=== csr_access_initiator ===
<file path="src/rtl/csr_access_initiator_pkg.sv">
// Shared types and helpers for the CSR access initiator.
package csr_access_initiator_pkg;

  // Transaction phases of the initiator.
  typedef enum logic [1:0] {
    IDLE     = 2'd0,
    REQ      = 2'd1,
    WAIT_ACK = 2'd2,
    RSP      = 2'd3
  } state_t;

  // Width of a counter that must be able to represent timeout_cycles.
  function automatic int timeout_cnt_width(input int timeout_cycles);
    return $clog2(timeout_cycles + 1);
  endfunction

endpackage

</file>
<file path="src/rtl/csr_access_initiator.sv">
// CSR-side master: turns a valid/ready command stream into single-cycle
// CSR access pulses, waits for the matching ack (bounded by a timeout)
// and returns read data / status on a valid/ready response stream.
// Only one transaction is ever outstanding.
module csr_access_initiator
  import csr_access_initiator_pkg::*;
#(
  parameter int WORD_BIT_WIDTH      = 32,
  parameter int BYTE_ADDR_BIT_WIDTH = 8,
  parameter int TIMEOUT_CYCLES      = 16
) (
  input  logic                           i_clk,
  input  logic                           i_async_rst_n,
  // command stream
  input  logic                           i_cmd_valid,
  output logic                           o_cmd_ready,
  input  logic                           i_cmd_is_wr,
  input  logic [BYTE_ADDR_BIT_WIDTH-1:0] i_cmd_byte_addr,
  input  logic [WORD_BIT_WIDTH-1:0]      i_cmd_wr_data,
  input  logic [WORD_BIT_WIDTH-1:0]      i_cmd_wr_bit_en,
  // response stream
  output logic                           o_rsp_valid,
  input  logic                           i_rsp_ready,
  output logic                           o_rsp_is_wr,
  output logic                           o_rsp_timeout,
  output logic [WORD_BIT_WIDTH-1:0]      o_rsp_rd_data,
  // CSR slave port
  output logic                           o_csr_acc_req,
  output logic                           o_csr_acc_req_is_wr,
  output logic [BYTE_ADDR_BIT_WIDTH-1:0] o_csr_byte_addr,
  output logic [WORD_BIT_WIDTH-1:0]      o_csr_wr_data,
  output logic [WORD_BIT_WIDTH-1:0]      o_csr_wr_bit_en,
  input  logic                           i_csr_rd_ack,
  input  logic [WORD_BIT_WIDTH-1:0]      i_csr_rd_data,
  input  logic                           i_csr_wr_ack
);

  localparam int               CNT_W    = timeout_cnt_width(TIMEOUT_CYCLES);
  // Count value of the last WAIT_ACK cycle before giving up.
  localparam logic [CNT_W-1:0] CNT_TERM = CNT_W'(TIMEOUT_CYCLES - 1);

  state_t                         state_q, state_d;
  logic [CNT_W-1:0]               cnt_q, cnt_d;

  logic                           is_wr_q, is_wr_d;
  logic [BYTE_ADDR_BIT_WIDTH-1:0] addr_q, addr_d;
  logic [WORD_BIT_WIDTH-1:0]      wr_data_q, wr_data_d;
  logic [WORD_BIT_WIDTH-1:0]      bit_en_q, bit_en_d;
  logic                           rsp_timeout_q, rsp_timeout_d;
  logic [WORD_BIT_WIDTH-1:0]      rsp_rd_data_q, rsp_rd_data_d;

  logic cmd_hs;
  logic ack_match;
  logic cnt_expired;

  assign o_cmd_ready = (state_q == IDLE);
  assign cmd_hs      = i_cmd_valid && o_cmd_ready;
  // Only the ack that matches the outstanding direction counts.
  assign ack_match   = is_wr_q ? i_csr_wr_ack : i_csr_rd_ack;
  assign cnt_expired = (cnt_q == CNT_TERM);

  // Next-state logic: acks outside WAIT_ACK never move the FSM.
  always_comb begin
    // NOTE: every always_comb output gets a default first so no path
    // leaves it unassigned, which would otherwise infer a latch.
    state_d = state_q;
    case (state_q)
      IDLE:     if (cmd_hs) state_d = REQ;
      REQ:      state_d = WAIT_ACK;
      WAIT_ACK: if (ack_match || cnt_expired) state_d = RSP;
      RSP:      if (i_rsp_ready) state_d = IDLE;
      default:  state_d = IDLE;
    endcase
  end

  // State register.
  always_ff @(posedge i_clk or negedge i_async_rst_n) begin
    // NOTE: sequential state uses non-blocking assignments so every flop
    // samples pre-edge values regardless of statement order.
    if (!i_async_rst_n) state_q <= IDLE;
    else                state_q <= state_d;
  end

  // Timeout counter: zeroed on the way into WAIT_ACK, +1 per waiting cycle.
  always_comb begin
    cnt_d = cnt_q;
    if (state_q == REQ) begin
      cnt_d = '0;
    end else if (state_q == WAIT_ACK && !ack_match && !cnt_expired) begin
      cnt_d = cnt_q + CNT_W'(1);
    end
  end

  // Timeout counter register.
  always_ff @(posedge i_clk or negedge i_async_rst_n) begin
    if (!i_async_rst_n) cnt_q <= '0;
    else                cnt_q <= cnt_d;
  end

  // Capture command at handshake and response at ack/timeout; ack wins
  // over a timeout that lands on the same cycle.
  always_comb begin
    is_wr_d       = is_wr_q;
    addr_d        = addr_q;
    wr_data_d     = wr_data_q;
    bit_en_d      = bit_en_q;
    rsp_timeout_d = rsp_timeout_q;
    rsp_rd_data_d = rsp_rd_data_q;
    if (cmd_hs) begin
      is_wr_d   = i_cmd_is_wr;
      addr_d    = i_cmd_byte_addr;
      wr_data_d = i_cmd_wr_data;
      bit_en_d  = i_cmd_wr_bit_en;
    end
    if (state_q == WAIT_ACK) begin
      if (ack_match) begin
        rsp_timeout_d = 1'b0;
        rsp_rd_data_d = is_wr_q ? '0 : i_csr_rd_data;
      end else if (cnt_expired) begin
        rsp_timeout_d = 1'b1;
        rsp_rd_data_d = '0;
      end
    end
  end

  // Command and response capture registers.
  always_ff @(posedge i_clk or negedge i_async_rst_n) begin
    if (!i_async_rst_n) begin
      is_wr_q       <= 1'b0;
      addr_q        <= '0;
      wr_data_q     <= '0;
      bit_en_q      <= '0;
      rsp_timeout_q <= 1'b0;
      rsp_rd_data_q <= '0;
    end else begin
      is_wr_q       <= is_wr_d;
      addr_q        <= addr_d;
      wr_data_q     <= wr_data_d;
      bit_en_q      <= bit_en_d;
      rsp_timeout_q <= rsp_timeout_d;
      rsp_rd_data_q <= rsp_rd_data_d;
    end
  end

  assign o_csr_acc_req       = (state_q == REQ);
  assign o_csr_acc_req_is_wr = is_wr_q;
  assign o_csr_byte_addr     = addr_q;
  assign o_csr_wr_data       = wr_data_q;
  assign o_csr_wr_bit_en     = bit_en_q;

  assign o_rsp_valid         = (state_q == RSP);
  assign o_rsp_is_wr         = is_wr_q;
  assign o_rsp_timeout       = rsp_timeout_q;
  assign o_rsp_rd_data       = rsp_rd_data_q;

endmodule

</file>
<file path="config.mk">
export PLATFORM = sky130hd
export DESIGN_NAME = csr_access_initiator
export DESIGN_NICKNAME = d
export VERILOG_FILES = /design/src/rtl/csr_access_initiator_pkg.sv /design/src/rtl/csr_access_initiator.sv
export SDC_FILE = /design/constraint.sdc
export NUM_CORES = 1
export LEC_CHECK = 0
export CAP_MARGIN = 40
export CORE_MARGIN = 2
export CORE_UTILIZATION = 40
export DETAILED_ROUTE_END_ITERATION = 6
export PLACE_DENSITY = 0.8
export SLEW_MARGIN = 20
export SYNTH_ARGS = -nofsm -noshare
export SYNTH_HDL_FRONTEND = slang
export SYNTH_SLANG_ARGS = --single-unit
</file>
<file path="constraint.sdc">
create_clock -name i_clk -period 2.6 [get_ports i_clk]
set_input_delay 0.39 -clock i_clk [delete_from_list [all_inputs] [get_ports i_clk]]
set_output_delay 0.39 -clock i_clk [all_outputs]
set_load 0.005 [all_outputs]
</file>
==> reports/qor.yml <==
power.clock.fraction_pct: 25.9
postPlaceCellArea_um2: 6860
yosys.area.top_type: "sky130_fd_sc_hd__dfrtp_1"
design.core.area_um2: 10900
die_w_um: 110
ys_area_um2: 4500
layout_setup_ws_ps: 346
result_of_the_run: "finished, final reports clean"
post_layout_period_usage_pct: 86.7
design_area_um2: 7500
enable_flop_cells: 0
topCellsByArea: "sky130_fd_sc_hd__dfrtp_1 63%, sky130_fd_sc_hd__mux2_2 19%, sky130_fd_sc_hd__o21ai_0 3.9%"
timing.slew.headroom_pct: 62.4
comb_share_pct: 19.4
detailed_place_hpwl_mm: 8.72
numPortBuffers: 220
Figure 1. Wiring by layer (csr_access_initiator).
Scale: 2 px per µm. Only two layers are drawn.
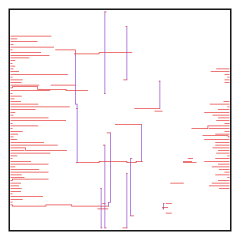
metal 4 -> purple  # wire length 312 µm
metal 3 -> red  # wire length 1,070 µm
mean routed wirelength per cell: 16.6 µm
via count of the routed design: 3,546
routed wire length: 12.1 mm
All-Layer GR Usage: 20.7%

Figure 2. Clock routing (csr_access_initiator).
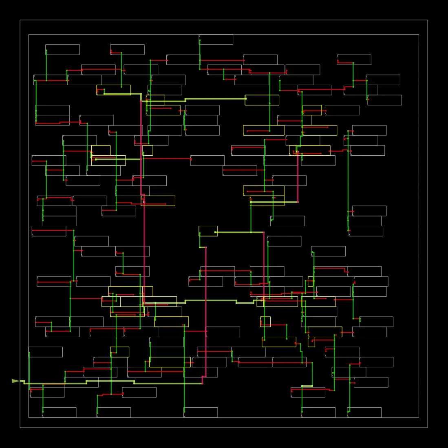
count of clock-net buffers in the final layout: 23
clock buffers created by TritonCTS: 17


=== secuenciador_contador ===
Figure 3. Clock routing (secuenciador_contador).
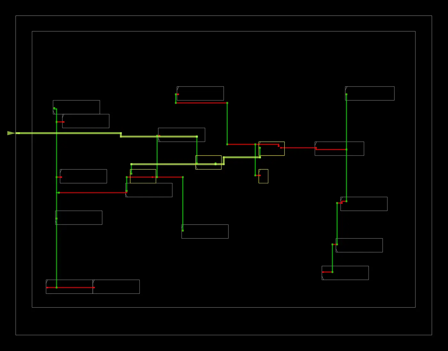
Figure 4. Wiring by layer (secuenciador_contador).
Scale: 3 px per µm. Only two layers are drawn.
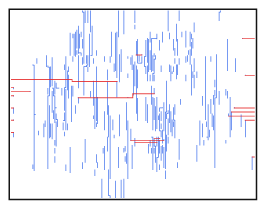
==> config.mk <==
export PLATFORM = sky130hd
export DESIGN_NAME = secuenciador_contador
export DESIGN_NICKNAME = d
export VERILOG_FILES = /design/src/rtl/secuenciador_contador_pkg.sv /design/src/rtl/secuenciador_contador_siguiente_estado.sv /design/src/rtl/secuenciador_contador.sv
export SDC_FILE = /design/constraint.sdc
export NUM_CORES = 1
export LEC_CHECK = 0
export ABC_AREA = 1
export CELL_PAD_IN_SITES_DETAIL_PLACEMENT = 0
export CELL_PAD_IN_SITES_GLOBAL_PLACEMENT = 1
export CORE_ASPECT_RATIO = 0.75
export CORE_MARGIN = 3
export CORE_UTILIZATION = 30
export CTS_CLUSTER_DIAMETER = 80
export DETAILED_ROUTE_END_ITERATION = 6
export GPL_TIMING_DRIVEN = 0
export MAX_ROUTING_LAYER = met4
export PLACE_DENSITY = 0.66
export SLEW_MARGIN = 15
export SYNTH_ARGS = -nofsm -noshare
export SYNTH_HDL_FRONTEND = slang
export SYNTH_SLANG_ARGS = --single-unit
==> constraint.sdc <==
create_clock -name C -period 2.55 [get_ports C]
set_input_delay 0.51 -clock C [delete_from_list [all_inputs] [get_ports C]]
set_output_delay 0.51 -clock C [all_outputs]
set_load 0.05 [all_outputs]
==> src/rtl/secuenciador_contador_pkg.sv <==
// Shared definitions for the sequencer/counter: FSM encoding, reset value, legal set.
// Latency: n/a (types and constants only).
// Backpressure: n/a.
//
// Contents:
//   estado_t    - four-state FSM encoding (IDLE, RUN, PAUSE, DONE)
//   Q_RESET     - counter value forced while reset is asserted
//   LEGAL_MASK  - one bit per 4-bit value, set when that value is on the cycle
//   es_legal()  - membership test against LEGAL_MASK
package secuenciador_contador_pkg;

    typedef enum logic [1:0] {
        ST_IDLE  = 2'd0,
        ST_RUN   = 2'd1,
        ST_PAUSE = 2'd2,
        ST_DONE  = 2'd3
    } estado_t;

    localparam logic [3:0] Q_RESET = 4'b0011;

    // Legal values: 0, 2, 3, 5, 8, 10, 11, 12, 13, 15.
    // Illegal values: 1, 4, 6, 7, 9, 14.
    localparam logic [15:0] LEGAL_MASK = 16'hBD2D;

    function automatic logic es_legal(input logic [3:0] v);
        return LEGAL_MASK[v];
    endfunction

endpackage

==> src/rtl/secuenciador_contador_siguiente_estado.sv <==
// Combinational successor, display code and legality flag for a counter value.
// Latency: zero cycles (pure combinational).
// Backpressure: none; outputs follow q_i continuously.
//
// Ports:
//   q_i      in  4  current counter value
//   q_sig_o  out 4  value one position further along the cycle
//   disp_o   out 4  display code of q_i
//   legal_o  out 1  q_i belongs to the cycle
module siguiente_estado
    import secuenciador_contador_pkg::*;
(
    input  logic [3:0] q_i,
    output logic [3:0] q_sig_o,
    output logic [3:0] disp_o,
    output logic       legal_o
);

    // Cycle: 3 -> 5 -> 0 -> 11 -> 10 -> 15 -> 2 -> 8 -> 12 -> 13 -> 3.
    // Off-cycle values fall back to the reset value so a corrupted
    // counter rejoins the cycle on its next advance.
    always_comb begin
        q_sig_o = Q_RESET;
        unique case (q_i)
            4'd3:    q_sig_o = 4'd5;
            4'd5:    q_sig_o = 4'd0;
            4'd0:    q_sig_o = 4'd11;
            4'd11:   q_sig_o = 4'd10;
            4'd10:   q_sig_o = 4'd15;
            4'd15:   q_sig_o = 4'd2;
            4'd2:    q_sig_o = 4'd8;
            4'd8:    q_sig_o = 4'd12;
            4'd12:   q_sig_o = 4'd13;
            4'd13:   q_sig_o = 4'd3;
            default: q_sig_o = Q_RESET;
        endcase
    end

    // Display folds 10 and 15 onto 11 and 13 onto 5; everything else passes.
    always_comb begin
        disp_o = q_i;
        case (q_i)
            4'd10, 4'd15: disp_o = 4'd11;
            4'd13:        disp_o = 4'd5;
            default:      disp_o = q_i;
        endcase
    end

    assign legal_o = es_legal(q_i);

endmodule

==> src/rtl/secuenciador_contador.sv <==
// Sequencer that walks a 10-value cycle for a programmed number of advances.
// Latency: start sampled at edge k, first advance at k+1, done pulse after edge k+N.
// Backpressure: hold freezes the run (PAUSE); stop aborts; start/load ignored while busy or done.
//
// Ports:
//   C         in  1  clock, rising edge
//   nR        in  1  asynchronous active-low reset
//   start     in  1  begin a run (IDLE only)
//   stop      in  1  abort a run (RUN/PAUSE)
//   hold      in  1  freeze the run while high
//   load      in  1  load load_val into Q (IDLE only, wins over start)
//   load_val  in  4  value to load; off-cycle values load 3 and set err
//   steps     in  4  advances per run; 0 runs until stop
//   Q         out 4  counter value
//   I         out 4  display code of Q
//   busy      out 1  RUN or PAUSE
//   done      out 1  single-cycle pulse in DONE
//   err       out 1  sticky illegal-load flag
//   vueltas   out 4  completed cycles (13 -> 3 advances), modulo 16
module secuenciador_contador
    import secuenciador_contador_pkg::*;
(
    input  logic       C,
    input  logic       nR,
    input  logic       start,
    input  logic       stop,
    input  logic       hold,
    input  logic       load,
    input  logic [3:0] load_val,
    input  logic [3:0] steps,
    output logic [3:0] Q,
    output logic [3:0] I,
    output logic       busy,
    output logic       done,
    output logic       err,
    output logic [3:0] vueltas
);

    estado_t    state_q, state_d;
    logic [3:0] q_q, q_d;
    logic [3:0] rem_q, rem_d;
    logic [3:0] vueltas_q, vueltas_d;
    logic       err_q, err_d;

    logic [3:0] q_sig;
    logic [3:0] disp;
    logic       q_legal;

    siguiente_estado u_siguiente_estado (
        .q_i     (q_q),
        .q_sig_o (q_sig),
        .disp_o  (disp),
        .legal_o (q_legal)
    );

    always_ff @(posedge C or negedge nR) begin
        if (!nR) begin
            state_q   <= ST_IDLE;
            q_q       <= Q_RESET;
            rem_q     <= 4'd0;
            vueltas_q <= 4'd0;
            err_q     <= 1'b0;
        end else begin
            state_q   <= state_d;
            q_q       <= q_d;
            rem_q     <= rem_d;
            vueltas_q <= vueltas_d;
            err_q     <= err_d;
        end
    end

    always_comb begin
        state_d   = state_q;
        q_d       = q_q;
        rem_d     = rem_q;
        vueltas_d = vueltas_q;
        err_d     = err_q;

        unique case (state_q)
            ST_IDLE: begin
                // load has priority over start when both are high.
                if (load) begin
                    if (es_legal(load_val)) begin
                        q_d   = load_val;
                        err_d = 1'b0;
                    end else begin
                        q_d   = Q_RESET;
                        err_d = 1'b1;
                    end
                end else if (start) begin
                    state_d   = ST_RUN;
                    rem_d     = steps;
                    vueltas_d = 4'd0;
                    err_d     = 1'b0;
                end
            end

            ST_RUN: begin
                if (stop) begin
                    state_d = ST_IDLE;
                end else if (hold) begin
                    state_d = ST_PAUSE;
                end else begin
                    q_d = q_legal ? q_sig : Q_RESET;
                    if (q_q == 4'd13) begin
                        vueltas_d = vueltas_q + 4'd1;
                    end
                    // rem_q == 0 at this point means a continuous run:
                    // it is never decremented and never reaches DONE.
                    if (rem_q != 4'd0) begin
                        rem_d = rem_q - 4'd1;
                        if (rem_q == 4'd1) begin
                            state_d = ST_DONE;
                        end
                    end
                end
            end

            ST_PAUSE: begin
                if (stop) begin
                    state_d = ST_IDLE;
                end else if (!hold) begin
                    state_d = ST_RUN;
                end
            end

            ST_DONE: begin
                state_d = ST_IDLE;
            end

            default: begin
                state_d = ST_IDLE;
            end
        endcase
    end

    assign Q       = q_q;
    assign I       = disp;
    assign busy    = (state_q == ST_RUN) || (state_q == ST_PAUSE);
    assign done    = (state_q == ST_DONE);
    assign err     = err_q;
    assign vueltas = vueltas_q;

endmodule
==> reports/qor.yml <==
grt.met1_usage_pct: 22.4
power_top_consumer: "combinational cells"
area_share_nonclk_buffers_pct: 18.8
result_of_the_run: "finished, final reports clean"
routed.top_layer: "met3"
met2_length_mm: 1.44
drive_gt1_share_pct: 13.5
enable_flop_cells: 0
critPathArrivalTime_ps: 1840
fill_cells: 442
gate_count_after_technology_mapping: 191
maxSlewViolCount: 0
finish.utilization_pct: 41.4
design_area_um2: 1700
worst_setup_hold_path_clk_slew_ps: 70
## Picture notes: Figure 3
clock sink count: 15
number of sequential storage elements: 15
worst clock skew: 1.79 ps
count of clock-net buffers in the final layout: 3

## Picture notes: Figure 4
metal 3 -> red  # wire length 128 µm
metal 2 -> blue  # wire length 1,440 µm
All-Layer GR Usage: 14.6%
via count of the routed design: 1,269
mean routed wirelength per cell: 12.3 µm


=== shape_editor ===
Figure 5. M4 wires (shape_editor).
Scale: 2 px per µm.
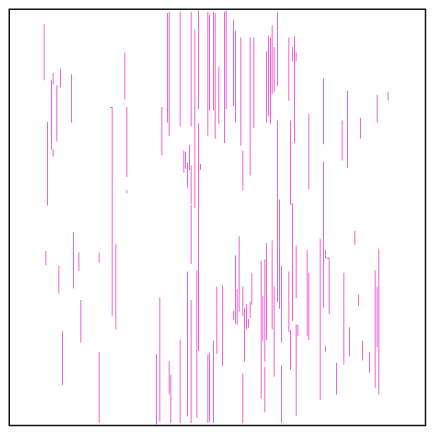
Figure 6. Pin placement (shape_editor).
Scale: 2 px per µm. Pins as bars across the die edge, other pins in grey.
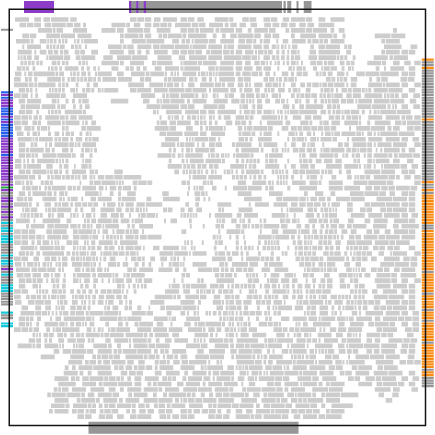
File: src/rtl/shape_pkg.sv
// Shared types and constants for the tangram shape editor.
// Enumerations, the shape record and the angle range used by the edit datapath.
package shape_pkg;
  // Integer field width, kept in step with the shared math constants
  localparam int INT_BITS  = 16;
  localparam int COLOR_W   = 12;
  localparam int ANGLE_MIN = -180;
  localparam int ANGLE_MAX = 179;

  typedef enum logic [1:0] {MOVE, TRANSFORM, MANAGE, COLOR} mode_t;
  typedef enum logic [1:0] {IDLE, APPLY, ADVANCE, DONE} state_t;

  typedef struct packed {
    logic [INT_BITS-1:0]        ty;
    logic [INT_BITS-1:0]        x;
    logic [INT_BITS-1:0]        y;
    logic [INT_BITS-1:0]        size;
    logic signed [INT_BITS-1:0] angle;
    logic [COLOR_W-1:0]         color;
  } shape_t;
endpackage

File: src/rtl/shape_editor_bounded_step.sv
// Combinational +/- step on one shape field, either saturating at [lo, hi]
// or wrapping around the range (used for the angle).
module bounded_step
  import shape_pkg::*;
#(
  parameter int W = INT_BITS
) (
  input  logic signed [W-1:0] value,
  input  logic        [W-1:0] step,
  input  logic signed [W-1:0] lo,
  input  logic signed [W-1:0] hi,
  input  logic                dir,
  input  logic                wrap_en,
  output logic signed [W-1:0] next
);
  logic signed [W:0] v, s, l, h, span, wide, res;

  always_comb begin
    v    = {value[W-1], value};
    s    = {1'b0, step};
    l    = {lo[W-1], lo};
    h    = {hi[W-1], hi};
    span = h - l + 1'b1;
    wide = dir ? (v + s) : (v - s);
    res  = wide;
    if (wrap_en) begin
      if (wide > h)      res = wide - span;
      else if (wide < l) res = wide + span;
    end else begin
      if (wide > h)      res = h;
      else if (wide < l) res = l;
    end
    next = res[W-1:0];
  end
endmodule

File: src/rtl/shape_editor.sv
// Per-frame edit controller: holds the shape attribute file and applies one
// batch of button edits to the selected shape each frame, then pulses done.
module shape_editor
  import shape_pkg::*;
#(
  parameter int MAXSHP   = 4,
  parameter int PIXLW    = 12,
  parameter int SCR_W    = 800,
  parameter int SCR_H    = 600,
  parameter int MAX_SIZE = 255,
  parameter int DEF_SIZE = 10,
  parameter int NTYPE    = 4
) (
  input  logic                       clk,
  input  logic                       rst,
  input  logic                       frame,
  input  logic [1:0]                 mode,
  input  logic                       l_p,
  input  logic                       r_p,
  input  logic                       u_p,
  input  logic                       d_p,
  input  logic                       l_once,
  input  logic                       r_once,
  input  logic                       c_once,
  input  logic [1:0]                 mag,
  input  logic [PIXLW-1:0]           pick_color,
  output logic [INT_BITS-1:0]        s_ty    [MAXSHP],
  output logic [INT_BITS-1:0]        s_x     [MAXSHP],
  output logic [INT_BITS-1:0]        s_y     [MAXSHP],
  output logic [INT_BITS-1:0]        s_size  [MAXSHP],
  output logic signed [INT_BITS-1:0] s_angle [MAXSHP],
  output logic [PIXLW-1:0]           s_color [MAXSHP],
  output logic [INT_BITS-1:0]        sel,
  output logic [INT_BITS-1:0]        count,
  output logic                       done
);
  localparam int IDXW = (MAXSHP > 1) ? $clog2(MAXSHP) : 1;

  state_t                     state;
  logic [IDXW-1:0]            si, ci, li;
  logic [INT_BITS-1:0]        step;
  logic signed [INT_BITS-1:0] nx, ny, nsize, nangle;

  assign si   = sel[IDXW-1:0];
  assign ci   = count[IDXW-1:0];
  assign li   = IDXW'(count - 1'b1);
  assign step = INT_BITS'(1) << mag;

  bounded_step u_x (.value(s_x[si]), .step(step), .lo('0),
    .hi(INT_BITS'(SCR_W-1)), .dir(!l_p), .wrap_en(1'b0), .next(nx));
  bounded_step u_y (.value(s_y[si]), .step(step), .lo('0),
    .hi(INT_BITS'(SCR_H-1)), .dir(!u_p), .wrap_en(1'b0), .next(ny));
  bounded_step u_size (.value(s_size[si]), .step(step), .lo('0),
    .hi(INT_BITS'(MAX_SIZE)), .dir(u_p), .wrap_en(1'b0), .next(nsize));
  bounded_step u_angle (.value(s_angle[si]), .step(step), .lo(INT_BITS'(ANGLE_MIN)),
    .hi(INT_BITS'(ANGLE_MAX)), .dir(!l_p), .wrap_en(1'b1), .next(nangle));

  always_ff @(posedge clk) begin
    if (rst) begin
      state <= IDLE;
      count <= INT_BITS'(1);
      sel   <= '0;
      done  <= 1'b0;
      for (int i = 0; i < MAXSHP; i++) begin
        s_ty[i]    <= '0;
        s_angle[i] <= '0;
        s_x[i]     <= (i == 0) ? INT_BITS'(SCR_W/2) : '0;
        s_y[i]     <= (i == 0) ? INT_BITS'(SCR_H/2) : '0;
        s_size[i]  <= (i == 0) ? INT_BITS'(DEF_SIZE) : '0;
        s_color[i] <= (i == 0) ? PIXLW'(12'hFFF) : '0;
      end
    end else begin
      done <= 1'b0;
      unique case (state)
        IDLE: if (frame) state <= APPLY;
        APPLY: begin
          unique case (mode_t'(mode))
            MOVE: begin
              if (u_p || d_p) s_y[si] <= ny;
              if (l_p || r_p) s_x[si] <= nx;
            end
            TRANSFORM: begin
              if (l_p || r_p) s_angle[si] <= nangle;
              if (u_p || d_p) s_size[si]  <= nsize;
              if (c_once)
                s_ty[si] <= (s_ty[si] >= INT_BITS'(NTYPE-1)) ? '0 : s_ty[si] + 1'b1;
            end
            MANAGE: begin
              if (l_once && count > INT_BITS'(1)) begin
                count       <= count - 1'b1;
                s_color[li] <= '0;
                if (sel == count - 1'b1) sel <= count - INT_BITS'(2);
              end else if (r_once && count < INT_BITS'(MAXSHP)) begin
                s_ty[ci]    <= '0;
                s_x[ci]     <= INT_BITS'(SCR_W/2);
                s_y[ci]     <= INT_BITS'(SCR_H/2);
                s_size[ci]  <= INT_BITS'(DEF_SIZE);
                s_angle[ci] <= '0;
                s_color[ci] <= PIXLW'(12'hFFF);
                count       <= count + 1'b1;
              end
            end
            COLOR: if (c_once) s_color[si] <= pick_color;
            default: ;
          endcase
          // Selection advance happens a cycle later so it sees the updated count
          if (mode_t'(mode) == MANAGE && c_once) begin
            state <= ADVANCE;
          end else begin
            state <= DONE;
            done  <= 1'b1;
          end
        end
        ADVANCE: begin
          sel   <= (sel + 1'b1 >= count) ? '0 : sel + 1'b1;
          state <= DONE;
          done  <= 1'b1;
        end
        DONE: state <= IDLE;
        default: state <= IDLE;
      endcase
    end
  end
endmodule

File: config.mk
export PLATFORM = sky130hd
export DESIGN_NAME = shape_editor
export DESIGN_NICKNAME = d
export VERILOG_FILES = /design/src/rtl/shape_pkg.sv /design/src/rtl/shape_editor_bounded_step.sv /design/src/rtl/shape_editor.sv
export SDC_FILE = /design/constraint.sdc
export NUM_CORES = 1
export LEC_CHECK = 0
export CAP_MARGIN = 10
export CORE_MARGIN = 1.5
export CORE_UTILIZATION = 53
export CTS_CLUSTER_SIZE = 24
export DETAILED_ROUTE_END_ITERATION = 10
export GPL_ROUTABILITY_DRIVEN = 0
export PLACE_DENSITY = 0.81
export SYNTH_ARGS = -nofsm -noshare
export SYNTH_HDL_FRONTEND = slang
export SYNTH_SLANG_ARGS = --single-unit
File: constraint.sdc
create_clock -name clk -period 6.9 [get_ports clk]
set_input_delay 1.035 -clock clk [delete_from_list [all_inputs] [get_ports clk]]
set_output_delay 1.035 -clock clk [all_outputs]
set_load 0.005 [all_outputs]
==> reports/qor.yml <==
worstMarginPinSlew_ps: 1260
dp.cells: 3412
worstSetupPathDepth: 19
dr_wl_met3_mm: 8.49
critical_path.endpoint: "s_angle[14]"
clk_latency_ps: 590
comb_share_pct: 46.7
simple_gate_share_pct: 18.7
syn2layout_area_growth_pct: 27.4
violations_in_the_final_reports: "design-rule violations"
timing.critical_path.required_ps: 7420
holdCritPathClass: "flip-flop to flip-flop"
crit_path_max_fanout: 12
fin_nets: 3048
yosys-dominant-comb-family: "AND-OR/OR-AND gates"
critPathMaxStageDelay_ps: 610
synth_cell_types: 89
topCellsByArea: "sky130_fd_sc_hd__dfxtp_1 36%, sky130_fd_sc_hd__mux4_2 6.3%, sky130_fd_sc_hd__a21oi_1 6.2%"
ff_latch_area_um2: 8080
globalRouteMet3Util_pct: 8.18
grt-busiest-layer: "met2"
result_of_the_run: "finished with violations"
hold_ws_ps: 481
grt_util_all_layers_pct: 36.0
preCtsSetupSlack_ps: 19.3
gate_count_after_technology_mapping: 2581
nonClockInverterCount: 77
post_layout_period_usage_pct: 89.6
grt.met1_usage_pct: 44.1
route.detailed.wl_per_inst_um: 23.1
total_switching_power_mw: 2.77
ys_sh_aoi_pct: 22.6
total_leakage_power_nw: 10.8
synthDominantCellAreaShare_pct: 36.4
most-common-layout-cells: "425 x sky130_fd_sc_hd__clkdlybuf4s50_1, 401 x sky130_fd_sc_hd__dfxtp_1, 274 x sky130_fd_sc_hd__a21oi_1, 220 x sky130_fd_sc_hd__nand2_1, 214 x sky130_fd_sc_hd__nor2_1"
drc_errors: 62
r2r_cells: 15
hold_end: "s_size[46]"
ys_seq_share_pct: 36.4
cts.path.max_buffers: 3
stage_log_warnings: 42
worstReg2RegStart: "sel[1]"
ys_area_um2: 22100
cts_resized: 0
About Figure 5:
share of all routed wire = 5.3%
longest straight run = 114 µm
wire length on this layer = 4,270 µm
nets with wire on the layer = 101
routed wire length: 80.6 mm
via count of the routed design: 22,400

About Figure 6:
frame -> green  # pins 1, direction input, edge left
count -> cyan  # pins 16, direction output, edge left
s_color -> purple  # pins 48, direction output, edge 29 left, 19 top
s_angle -> orange  # pins 64, direction output, edge right
pick_color -> blue  # pins 12, direction input, edge left
Port Buffer Count: 426
die height: 207 µm


=== exit_gate_controller ===
Figure 7. Logic cells by family (exit_gate_controller).
Scale: 10 px per µm.
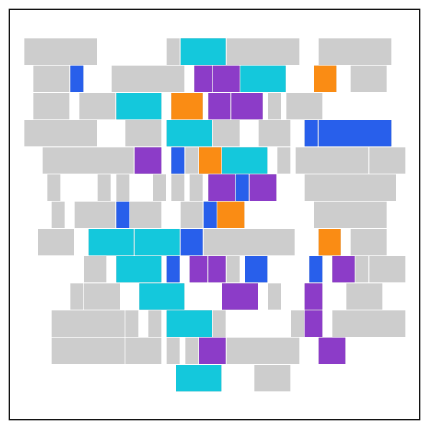
Figure 8. Wiring by layer (exit_gate_controller).
Scale: 6 px per µm. Only two layers are drawn.
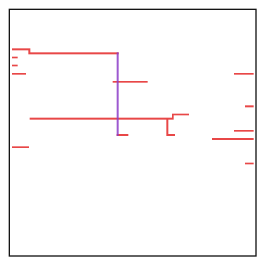
File: config.mk
export PLATFORM = sky130hd
export DESIGN_NAME = exit_gate_controller
export DESIGN_NICKNAME = d
export VERILOG_FILES = /design/src/rtl/exit_gate_controller.sv
export SDC_FILE = /design/constraint.sdc
export NUM_CORES = 1
export LEC_CHECK = 0
export CAP_MARGIN = 10
export CORE_UTILIZATION = 47
export CTS_BUF_LIST = sky130_fd_sc_hd__clkbuf_16
export DETAILED_ROUTE_END_ITERATION = 8
export PLACE_DENSITY_LB_ADDON = 0.12
export SYNTH_ARGS = -nofsm -noshare
export SYNTH_HDL_FRONTEND = slang
export SYNTH_SLANG_ARGS = --single-unit
File: constraint.sdc
create_clock -name clk -period 2.2 [get_ports clk]
set_clock_uncertainty 0.2 [all_clocks]
set_input_delay 0.22 -clock clk [delete_from_list [all_inputs] [get_ports clk]]
set_output_delay 0.22 -clock clk [all_outputs]
set_load 0.005 [all_outputs]
File: src/rtl/exit_gate_controller.sv
// Exit gate controller: opens the exit barrier for a departing car and
// owns the lot free-space count (entry decrements, exit credits).
module exit_gate_controller #(
  parameter int WIDTH       = 4,
  parameter int CAPACITY    = 10,
  parameter int OPEN_CYCLES = 3
) (
  input  logic             clk,
  input  logic             rst_n,
  input  logic             exit_sensor,
  input  logic             space_taken,
  input  logic             clear_error,
  output logic             gate_open,
  output logic [WIDTH-1:0] free_count,
  output logic             lot_empty,
  output logic             exit_error
);

  localparam int TW =
    (OPEN_CYCLES > 1) ? $clog2(OPEN_CYCLES) : 1;
  localparam logic [WIDTH-1:0] CAP = WIDTH'(CAPACITY);
  localparam logic [TW-1:0] TLAST = TW'(OPEN_CYCLES - 1);

  typedef enum logic [1:0] {
    IDLE,
    OPEN,
    WAIT_CLEAR,
    CREDIT
  } state_t;

  state_t           state;
  logic [TW-1:0]    timer;

  logic [WIDTH-1:0] inc_sum;
  logic [WIDTH-1:0] dec_dif;
  logic [WIDTH-1:0] next_count;
  logic             carry;
  logic             borrow;
  logic             at_cap;
  logic             at_zero;
  logic             inc;
  logic             dec;
  logic             error_set;

  // +1 ripple-carry chain and -1 borrow chain
  always_comb begin
    carry  = 1'b1;
    borrow = 1'b1;
    for (int i = 0; i < WIDTH; i++) begin
      inc_sum[i] = free_count[i] ^ carry;
      carry      = free_count[i] & carry;
      dec_dif[i] = free_count[i] ^ borrow;
      borrow     = ~free_count[i] & borrow;
    end
  end

  assign at_cap  = (free_count == CAP);
  assign at_zero = (free_count == '0);
  assign inc     = (state == CREDIT);
  assign dec     = space_taken;

  // Both at once cancel, so the count holds
  always_comb begin
    next_count = free_count;
    if (inc && !dec && !at_cap)
      next_count = inc_sum;
    else if (dec && !inc && !at_zero)
      next_count = dec_dif;
  end

  assign error_set =
    (state == IDLE) && exit_sensor && at_cap;

  always_ff @(posedge clk) begin
    if (!rst_n) begin
      state      <= IDLE;
      timer      <= '0;
      gate_open  <= 1'b0;
      free_count <= CAP;
      lot_empty  <= 1'b1;
      exit_error <= 1'b0;
    end else begin
      free_count <= next_count;
      lot_empty  <= (next_count == CAP);
      if (error_set)
        exit_error <= 1'b1;
      else if (clear_error)
        exit_error <= 1'b0;
      unique case (state)
        IDLE: begin
          if (exit_sensor && !at_cap) begin
            state     <= OPEN;
            timer     <= '0;
            gate_open <= 1'b1;
          end
        end
        OPEN: begin
          if (timer == TLAST)
            state <= WAIT_CLEAR;
          else
            timer <= timer + 1'b1;
        end
        WAIT_CLEAR: begin
          if (!exit_sensor) begin
            state     <= CREDIT;
            gate_open <= 1'b0;
          end
        end
        CREDIT: begin
          state <= IDLE;
        end
        default: begin
          state     <= IDLE;
          gate_open <= 1'b0;
        end
      endcase
    end
  end

endmodule
==> reports/qor.yml <==
result_of_the_run: "finished, final reports clean"
power.share.combinational_pct: 42.1
globalRoute.totalOverflow: 0
detailedRoute.firstIterationViolations: 16
wl_met1_um: 654
nonClockInverterCount: 10
timing.slew.headroom_pct: 66.7
chipArea_um2: 1670
pin_count: 12
powerComb_mw: 0.456
post-layout-total-power_mw: 1.08
largest_register: "free_count"
worst_hold_path.num_cells: 2
num-nonclk-buffers: 11
fin_tns_setup_ps: 0
timing.critical_path.required_ps: 2120
grt_antenna_before_repair: 0
global_route.usage.met2_pct: 30.5
cts_made_buffers: 3
stage_log_warnings: 32
power_top_consumer: "combinational cells"
holdCritPathClass: "flip-flop to flip-flop"
synth_nets: 98
drtAntennaViolNets: 0
startpoint: "free_count[0]"
layout_min_cycle_time_ps: 1960
drc_errors: 0
post_layout_period_usage_pct: 89.0
power.clock.fraction_pct: 30.0
ys_seq_share_pct: 31.0
About Figure 7:
and/or cells -> orange  # cells 5
fa/ha/maj cells -> cyan  # cells 11
nand cells -> blue  # cells 11
aoi and oai cells -> purple  # cells 15
logic share of the area: 49.3%
number of standard cells in the layout, taps in and fillers out: 112

About Figure 8:
metal 4 -> purple  # wire length 13.6 µm
metal 3 -> red  # wire length 77.0 µm
mean routed wirelength per cell: 11.5 µm
via count of the routed design: 591
All-Layer GR Usage: 20.3%
routed wire length: 1.29 mm


=== conv_layer_sched_flat ===
`config.mk`:
```
export PLATFORM = sky130hd
export DESIGN_NAME = conv_layer_sched_flat
export DESIGN_NICKNAME = d
export VERILOG_FILES = /design/src/rtl/conv_layer_sched_pkg.sv /design/src/rtl/conv_layer_sched_if.sv /design/src/rtl/conv_layer_sched_pos_counter.sv /design/src/rtl/conv_layer_sched.sv /design/src/flat_wrapper.sv
export SDC_FILE = /design/constraint.sdc
export NUM_CORES = 1
export LEC_CHECK = 0
export CORE_MARGIN = 1
export CORE_UTILIZATION = 34
export DETAILED_ROUTE_END_ITERATION = 8
export PLACE_DENSITY = 0.58
export RECOVER_POWER = 25
export SYNTH_ARGS = -nofsm -noshare
export SYNTH_HDL_FRONTEND = slang
export SYNTH_SLANG_ARGS = --single-unit
```
`constraint.sdc`:
```
create_clock -name clk -period 2.1 [get_ports clk]
set_clock_uncertainty 0.15 [all_clocks]
set_input_delay 0.315 -clock clk [delete_from_list [all_inputs] [get_ports clk]]
set_output_delay 0.315 -clock clk [all_outputs]
set_load 0.01 [all_outputs]
```
`src/rtl/conv_layer_sched_pkg.sv`:
```
// rtl/conv_layer_sched_pkg.sv - shared types, sizing helpers and defaults for the layer scheduler
package conv_sched_pkg;

    typedef enum logic [2:0] {
        IDLE,
        ISSUE,
        WAIT,
        ADVANCE,
        DONE
    } state_t;

    localparam int DEF_IMG_W      = 28;
    localparam int DEF_IMG_H      = 28;
    localparam int DEF_CH_OUT     = 8;
    localparam int DEF_ADDR_WIDTH = 16;
    localparam int DEF_TIMEOUT    = 1024;

    // Valid-convolution output size for a 3x3 kernel
    function automatic int out_dim(input int img);
        return img - 2;
    endfunction

    function automatic int total_pos(input int w, input int h, input int c);
        return w * h * c;
    endfunction

    // Counter width that never collapses to zero bits for a size-1 dimension
    function automatic int cnt_width(input int n);
        return (n <= 1) ? 1 : $clog2(n);
    endfunction

    localparam int DEF_ROW_W = cnt_width(out_dim(DEF_IMG_H));
    localparam int DEF_COL_W = cnt_width(out_dim(DEF_IMG_W));
    localparam int DEF_CH_W  = cnt_width(DEF_CH_OUT);

endpackage

```
`src/rtl/conv_layer_sched_if.sv`:
```
// rtl/conv_layer_sched_if.sv - sequencer and conv-engine control bundle of the layer scheduler
interface conv_layer_sched_if
    import conv_sched_pkg::*;
#(
    parameter int IMG_W      = DEF_IMG_W,
    parameter int IMG_H      = DEF_IMG_H,
    parameter int CH_OUT     = DEF_CH_OUT,
    parameter int ADDR_WIDTH = DEF_ADDR_WIDTH
);
    localparam int ROW_W = cnt_width(out_dim(IMG_H));
    localparam int COL_W = cnt_width(out_dim(IMG_W));
    localparam int CH_W  = cnt_width(CH_OUT);

    logic                  layer_start;
    logic                  layer_abort;
    logic                  conv_start;
    logic                  conv_done;
    logic                  weight_reload;
    logic [ROW_W-1:0]      win_row;
    logic [COL_W-1:0]      win_col;
    logic [CH_W-1:0]       out_ch;
    logic [ADDR_WIDTH-1:0] out_addr;
    logic                  busy;
    logic                  layer_done;
    logic                  err_timeout;

    modport master (
        input  layer_start, layer_abort, conv_done,
        output conv_start, weight_reload, win_row, win_col, out_ch, out_addr,
               busy, layer_done, err_timeout
    );

    modport slave (
        output layer_start, layer_abort, conv_done,
        input  conv_start, weight_reload, win_row, win_col, out_ch, out_addr,
               busy, layer_done, err_timeout
    );
endinterface

```
`src/rtl/conv_layer_sched_pos_counter.sv`:
```
// rtl/conv_layer_sched_pos_counter.sv - nested col/row/channel position counter with linear address
module conv_pos_counter
    import conv_sched_pkg::*;
#(
    parameter int OUT_W      = 26,
    parameter int OUT_H      = 26,
    parameter int CH_OUT     = 8,
    parameter int ADDR_WIDTH = 16,
    parameter int COL_W      = cnt_width(OUT_W),
    parameter int ROW_W      = cnt_width(OUT_H),
    parameter int CH_W       = cnt_width(CH_OUT)
) (
    input  logic                  clk,
    input  logic                  rst,
    input  logic                  clear,
    input  logic                  inc,
    output logic [COL_W-1:0]      col,
    output logic [ROW_W-1:0]      row,
    output logic [CH_W-1:0]       ch,
    output logic [ADDR_WIDTH-1:0] addr,
    output logic                  chan_end,
    output logic                  last
);
    logic col_end;
    logic row_end;
    logic ch_end;

    assign col_end  = (col == COL_W'(OUT_W - 1));
    assign row_end  = (row == ROW_W'(OUT_H - 1));
    assign ch_end   = (ch == CH_W'(CH_OUT - 1));
    assign chan_end = col_end && row_end;
    assign last     = chan_end && ch_end;

    // Step col, carry into row then channel; address simply follows the scan order
    always_ff @(posedge clk or posedge rst) begin
        if (rst) begin
            col  <= '0;
            row  <= '0;
            ch   <= '0;
            addr <= '0;
        end else if (clear) begin
            col  <= '0;
            row  <= '0;
            ch   <= '0;
            addr <= '0;
        end else if (inc) begin
            addr <= addr + 1'b1;
            if (col_end) begin
                col <= '0;
                if (row_end) begin
                    row <= '0;
                    ch  <= ch_end ? '0 : ch + 1'b1;
                end else begin
                    row <= row + 1'b1;
                end
            end else begin
                col <= col + 1'b1;
            end
        end
    end
endmodule

```
`src/rtl/conv_layer_sched.sv`:
```
// rtl/conv_layer_sched.sv - walks all output positions/channels, one conv engine start per window
module conv_layer_sched
    import conv_sched_pkg::*;
#(
    parameter int IMG_W      = DEF_IMG_W,
    parameter int IMG_H      = DEF_IMG_H,
    parameter int CH_OUT     = DEF_CH_OUT,
    parameter int ADDR_WIDTH = DEF_ADDR_WIDTH,
    parameter int TIMEOUT    = DEF_TIMEOUT
) (
    input  logic               clk,
    input  logic               rst,
    conv_layer_sched_if.master bus
);
    localparam int OUT_W = out_dim(IMG_W);
    localparam int OUT_H = out_dim(IMG_H);
    localparam int COL_W = cnt_width(OUT_W);
    localparam int ROW_W = cnt_width(OUT_H);
    localparam int CH_W  = cnt_width(CH_OUT);
    localparam int TO_W  = cnt_width(TIMEOUT);

    if (IMG_W < 3 || IMG_H < 3) begin : g_bad_size
        $error("conv_layer_sched: IMG_W and IMG_H must be at least 3");
    end
    if (TIMEOUT < 2) begin : g_bad_timeout
        $error("conv_layer_sched: TIMEOUT must be at least 2");
    end
    if (ADDR_WIDTH < 31 && total_pos(OUT_W, OUT_H, CH_OUT) > (1 << ADDR_WIDTH)) begin : g_bad_addr
        $error("conv_layer_sched: ADDR_WIDTH too small for the layer");
    end

    state_t            state;
    logic [TO_W-1:0]   wait_cnt;
    logic              conv_start;
    logic              weight_reload;
    logic              busy;
    logic              layer_done;
    logic              err_timeout;
    logic              cnt_clear;
    logic              cnt_inc;
    logic              chan_end;
    logic              last;
    logic [COL_W-1:0]  col;
    logic [ROW_W-1:0]  row;
    logic [CH_W-1:0]   ch;
    logic [ADDR_WIDTH-1:0] addr;

    // Abort suppresses the advance so the counters keep the aborted position
    assign cnt_clear = (state == IDLE) && bus.layer_start;
    assign cnt_inc   = (state == ADVANCE) && !bus.layer_abort;

    conv_pos_counter #(
        .OUT_W      (OUT_W),
        .OUT_H      (OUT_H),
        .CH_OUT     (CH_OUT),
        .ADDR_WIDTH (ADDR_WIDTH),
        .COL_W      (COL_W),
        .ROW_W      (ROW_W),
        .CH_W       (CH_W)
    ) u_pos (
        .clk      (clk),
        .rst      (rst),
        .clear    (cnt_clear),
        .inc      (cnt_inc),
        .col      (col),
        .row      (row),
        .ch       (ch),
        .addr     (addr),
        .chan_end (chan_end),
        .last     (last)
    );

    // Layer FSM; pulses are registered so they line up with the state they belong to
    always_ff @(posedge clk or posedge rst) begin
        if (rst) begin
            state         <= IDLE;
            wait_cnt      <= '0;
            conv_start    <= 1'b0;
            weight_reload <= 1'b0;
            busy          <= 1'b0;
            layer_done    <= 1'b0;
            err_timeout   <= 1'b0;
        end else begin
            conv_start    <= 1'b0;
            weight_reload <= 1'b0;
            layer_done    <= 1'b0;
            case (state)
                IDLE: begin
                    if (bus.layer_start) begin
                        err_timeout   <= 1'b0;
                        busy          <= 1'b1;
                        conv_start    <= 1'b1;
                        weight_reload <= 1'b1;
                        state         <= ISSUE;
                    end
                end
                ISSUE: begin
                    wait_cnt <= '0;
                    if (bus.layer_abort) begin
                        busy  <= 1'b0;
                        state <= IDLE;
                    end else begin
                        state <= WAIT;
                    end
                end
                WAIT: begin
                    if (bus.layer_abort) begin
                        busy  <= 1'b0;
                        state <= IDLE;
                    end else if (bus.conv_done) begin
                        state <= ADVANCE;
                    end else if (wait_cnt == TO_W'(TIMEOUT - 2)) begin
                        // Counting starts at ISSUE, so this lands TIMEOUT cycles after conv_start
                        err_timeout <= 1'b1;
                        busy        <= 1'b0;
                        state       <= IDLE;
                    end else begin
                        wait_cnt <= wait_cnt + 1'b1;
                    end
                end
                ADVANCE: begin
                    if (bus.layer_abort) begin
                        busy  <= 1'b0;
                        state <= IDLE;
                    end else if (last) begin
                        layer_done <= 1'b1;
                        state      <= DONE;
                    end else begin
                        conv_start    <= 1'b1;
                        weight_reload <= chan_end;
                        state         <= ISSUE;
                    end
                end
                DONE: begin
                    busy  <= 1'b0;
                    state <= IDLE;
                end
                default: begin
                    busy  <= 1'b0;
                    state <= IDLE;
                end
            endcase
        end
    end

    assign bus.conv_start    = conv_start;
    assign bus.weight_reload = weight_reload;
    assign bus.win_row       = row;
    assign bus.win_col       = col;
    assign bus.out_ch        = ch;
    assign bus.out_addr      = addr;
    assign bus.busy          = busy;
    assign bus.layer_done    = layer_done;
    assign bus.err_timeout   = err_timeout;
endmodule

```
`src/flat_wrapper.sv`:
```
// flat-port wrapper written by rule: the top's interface ports become plain ports
module conv_layer_sched_flat import conv_sched_pkg::*;
#(
    parameter int IMG_W      = DEF_IMG_W,
    parameter int IMG_H      = DEF_IMG_H,
    parameter int CH_OUT     = DEF_CH_OUT,
    parameter int ADDR_WIDTH = DEF_ADDR_WIDTH,
    parameter int TIMEOUT    = DEF_TIMEOUT
)
  (clk, rst, bus_layer_start, bus_layer_abort, bus_conv_done, bus_conv_start, bus_weight_reload, bus_win_row, bus_win_col, bus_out_ch, bus_out_addr, bus_busy, bus_layer_done, bus_err_timeout);
  conv_layer_sched_if #(.IMG_W(IMG_W), .IMG_H(IMG_H), .CH_OUT(CH_OUT), .ADDR_WIDTH(ADDR_WIDTH)) bus_i ();
  input  logic clk;
  input  logic rst;
  input wire logic [$bits(bus_i.layer_start)-1:0] bus_layer_start;
  input wire logic [$bits(bus_i.layer_abort)-1:0] bus_layer_abort;
  input wire logic [$bits(bus_i.conv_done)-1:0] bus_conv_done;
  output wire logic [$bits(bus_i.conv_start)-1:0] bus_conv_start;
  output wire logic [$bits(bus_i.weight_reload)-1:0] bus_weight_reload;
  output wire logic [$bits(bus_i.win_row)-1:0] bus_win_row;
  output wire logic [$bits(bus_i.win_col)-1:0] bus_win_col;
  output wire logic [$bits(bus_i.out_ch)-1:0] bus_out_ch;
  output wire logic [$bits(bus_i.out_addr)-1:0] bus_out_addr;
  output wire logic [$bits(bus_i.busy)-1:0] bus_busy;
  output wire logic [$bits(bus_i.layer_done)-1:0] bus_layer_done;
  output wire logic [$bits(bus_i.err_timeout)-1:0] bus_err_timeout;
  assign bus_i.layer_start = bus_layer_start;
  assign bus_i.layer_abort = bus_layer_abort;
  assign bus_i.conv_done = bus_conv_done;
  assign bus_conv_start = bus_i.conv_start;
  assign bus_weight_reload = bus_i.weight_reload;
  assign bus_win_row = bus_i.win_row;
  assign bus_win_col = bus_i.win_col;
  assign bus_out_ch = bus_i.out_ch;
  assign bus_out_addr = bus_i.out_addr;
  assign bus_busy = bus_i.busy;
  assign bus_layer_done = bus_i.layer_done;
  assign bus_err_timeout = bus_i.err_timeout;
  conv_layer_sched #(.IMG_W(IMG_W), .IMG_H(IMG_H), .CH_OUT(CH_OUT), .ADDR_WIDTH(ADDR_WIDTH), .TIMEOUT(TIMEOUT)) u_core (.clk(clk), .rst(rst), .bus(bus_i));
endmodule
```
Figure 9. Clock network drawn from the DEF (conv_layer_sched_flat).
Scale: 6 px per µm.
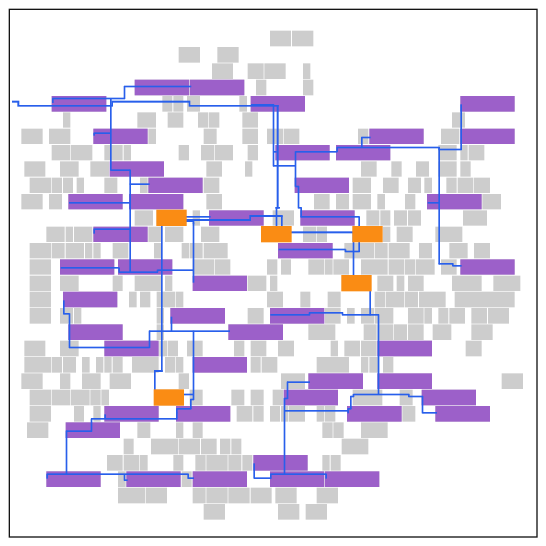
clock drivers -> orange  # count 5
flip-flops -> purple  # count 47
clock wires -> blue  # length 615 µm
routed clock nets = 6
flops lie = spread over the die
Clk. pwr: 0.603 mW
clock group share of total power: 23.0%
clk latency late pin: 300 ps

Figure 10. Clock routing (conv_layer_sched_flat).
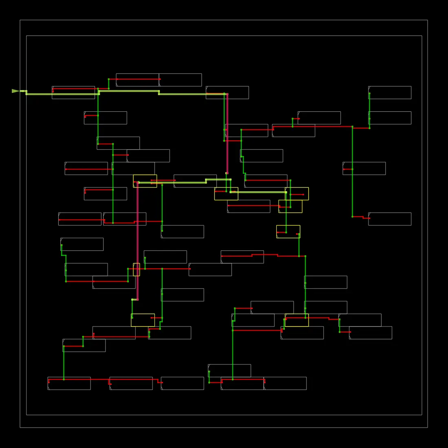
clock buffers created by TritonCTS: 5
count of clock-net buffers in the final layout: 8
clock sink count: 47

Figure 11. Logic cells by family (conv_layer_sched_flat).
Scale: 4 px per µm.
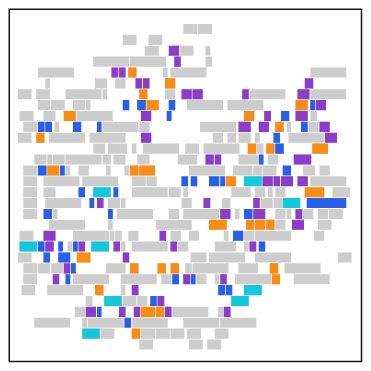
and/or cells -> orange  # cells 31
fa/ha/maj cells -> cyan  # cells 9
nand cells -> blue  # cells 44
aoi and oai cells -> purple  # cells 53
number of standard cells in the layout, taps in and fillers out: 412
most common logic cell in the routed design: sky130_fd_sc_hd__dfrtp_1
logic share of the area: 38.6%

==> reports/qor.yml <==
result_of_the_run: "finished, final reports clean"
postSynth.topFlopCell: "sky130_fd_sc_hd__dfrtp_1"
yosys-mux-area-fraction_pct: 0.451
globalRouteMet3Util_pct: 3.58
rows: 30
total_leakage_power_nw: 1.35
grt_first_pass_wirelength_mm: 9.96
max_freq_ghz: 0.482
ys_ff: 47
design.core.area_um2: 6940
hold_ws_ps: 271
enable_flop_cells: 0
fp_util_pct: 36.0
drc_errors: 0
largest_register: "u_core.u_pos.addr"
num_vias: 2166
crit_slowest_cell: "sky130_fd_sc_hd__or4b_4"
detailedRoute.firstPassIterationCount: 4
logic_area_um2: 1260
largest_register_ff_count: 16
nonClockInverterCount: 11
ys_sh_aoi_pct: 15.8
route.detailed.wl_per_inst_um: 14.4
critPathArrivalTime_ps: 2160
cts_post_setup_buffers_inserted: 0
gpl.final_weighted_congestion: 0.803
cp_endpoint_kind: "flip-flop"
num-nonclk-buffers: 63
startpoint: "bus_conv_done"
timing.setup.critical_path_class: "input port to flip-flop"
p_per_area_nw_per_um2: 802
topCellsByArea: "sky130_fd_sc_hd__dfrtp_1 47%, sky130_fd_sc_hd__ha_1 4.5%, sky130_fd_sc_hd__nand3_1 3.4%"
globalRoute.totalOverflow: 0
holdCritStartpoint: "bus_layer_abort"
endpoint_of_the_worst_slack_reg_to_reg_timing_path: "u_core.wait_cnt[5]"
ys_warn_count: 0
layout_setup_ws_ps: 27.2
design_area_um2: 3270
maxSlewViolCount: 0
timing.slew.headroom_pct: 21.3
critical_path.endpoint: "u_core.wait_cnt[5]"
numPortBuffers: 38
vdd_ir_drop_max_v: 0.000352


==> screenshots <==
Pin placement.
Plate I
Scale: 10 px per µm. Pins as bars across the die edge, other pins in grey.
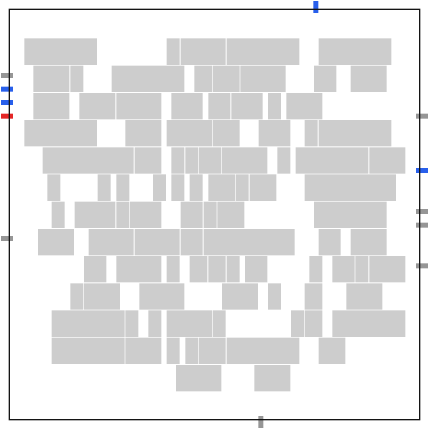
Plate II
Scale: 4 px per µm. Pins as bars across the die edge, other pins in grey.
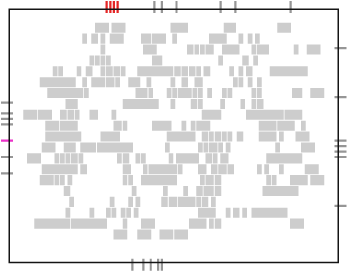
Plate III
Scale: 4 px per µm. Pins as bars across the die edge, other pins in grey.
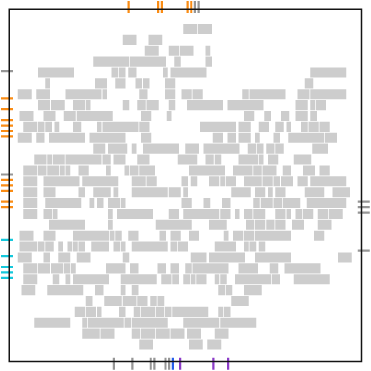
Plate IV
Scale: 3 px per µm. Pins as bars across the die edge, other pins in grey.
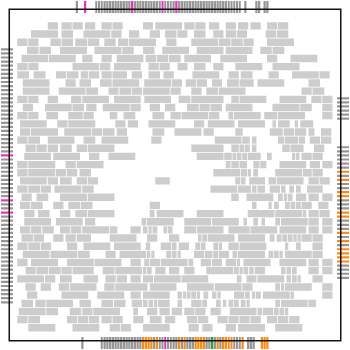
The one with the largest die is Plate IV.
The one with the most pins is Plate IV.
Plate II comes from secuenciador_contador.
Plate III comes from conv_layer_sched_flat.
Plate I comes from exit_gate_controller.
Plate IV comes from csr_access_initiator.

Power and IR drop assume default switching activity.
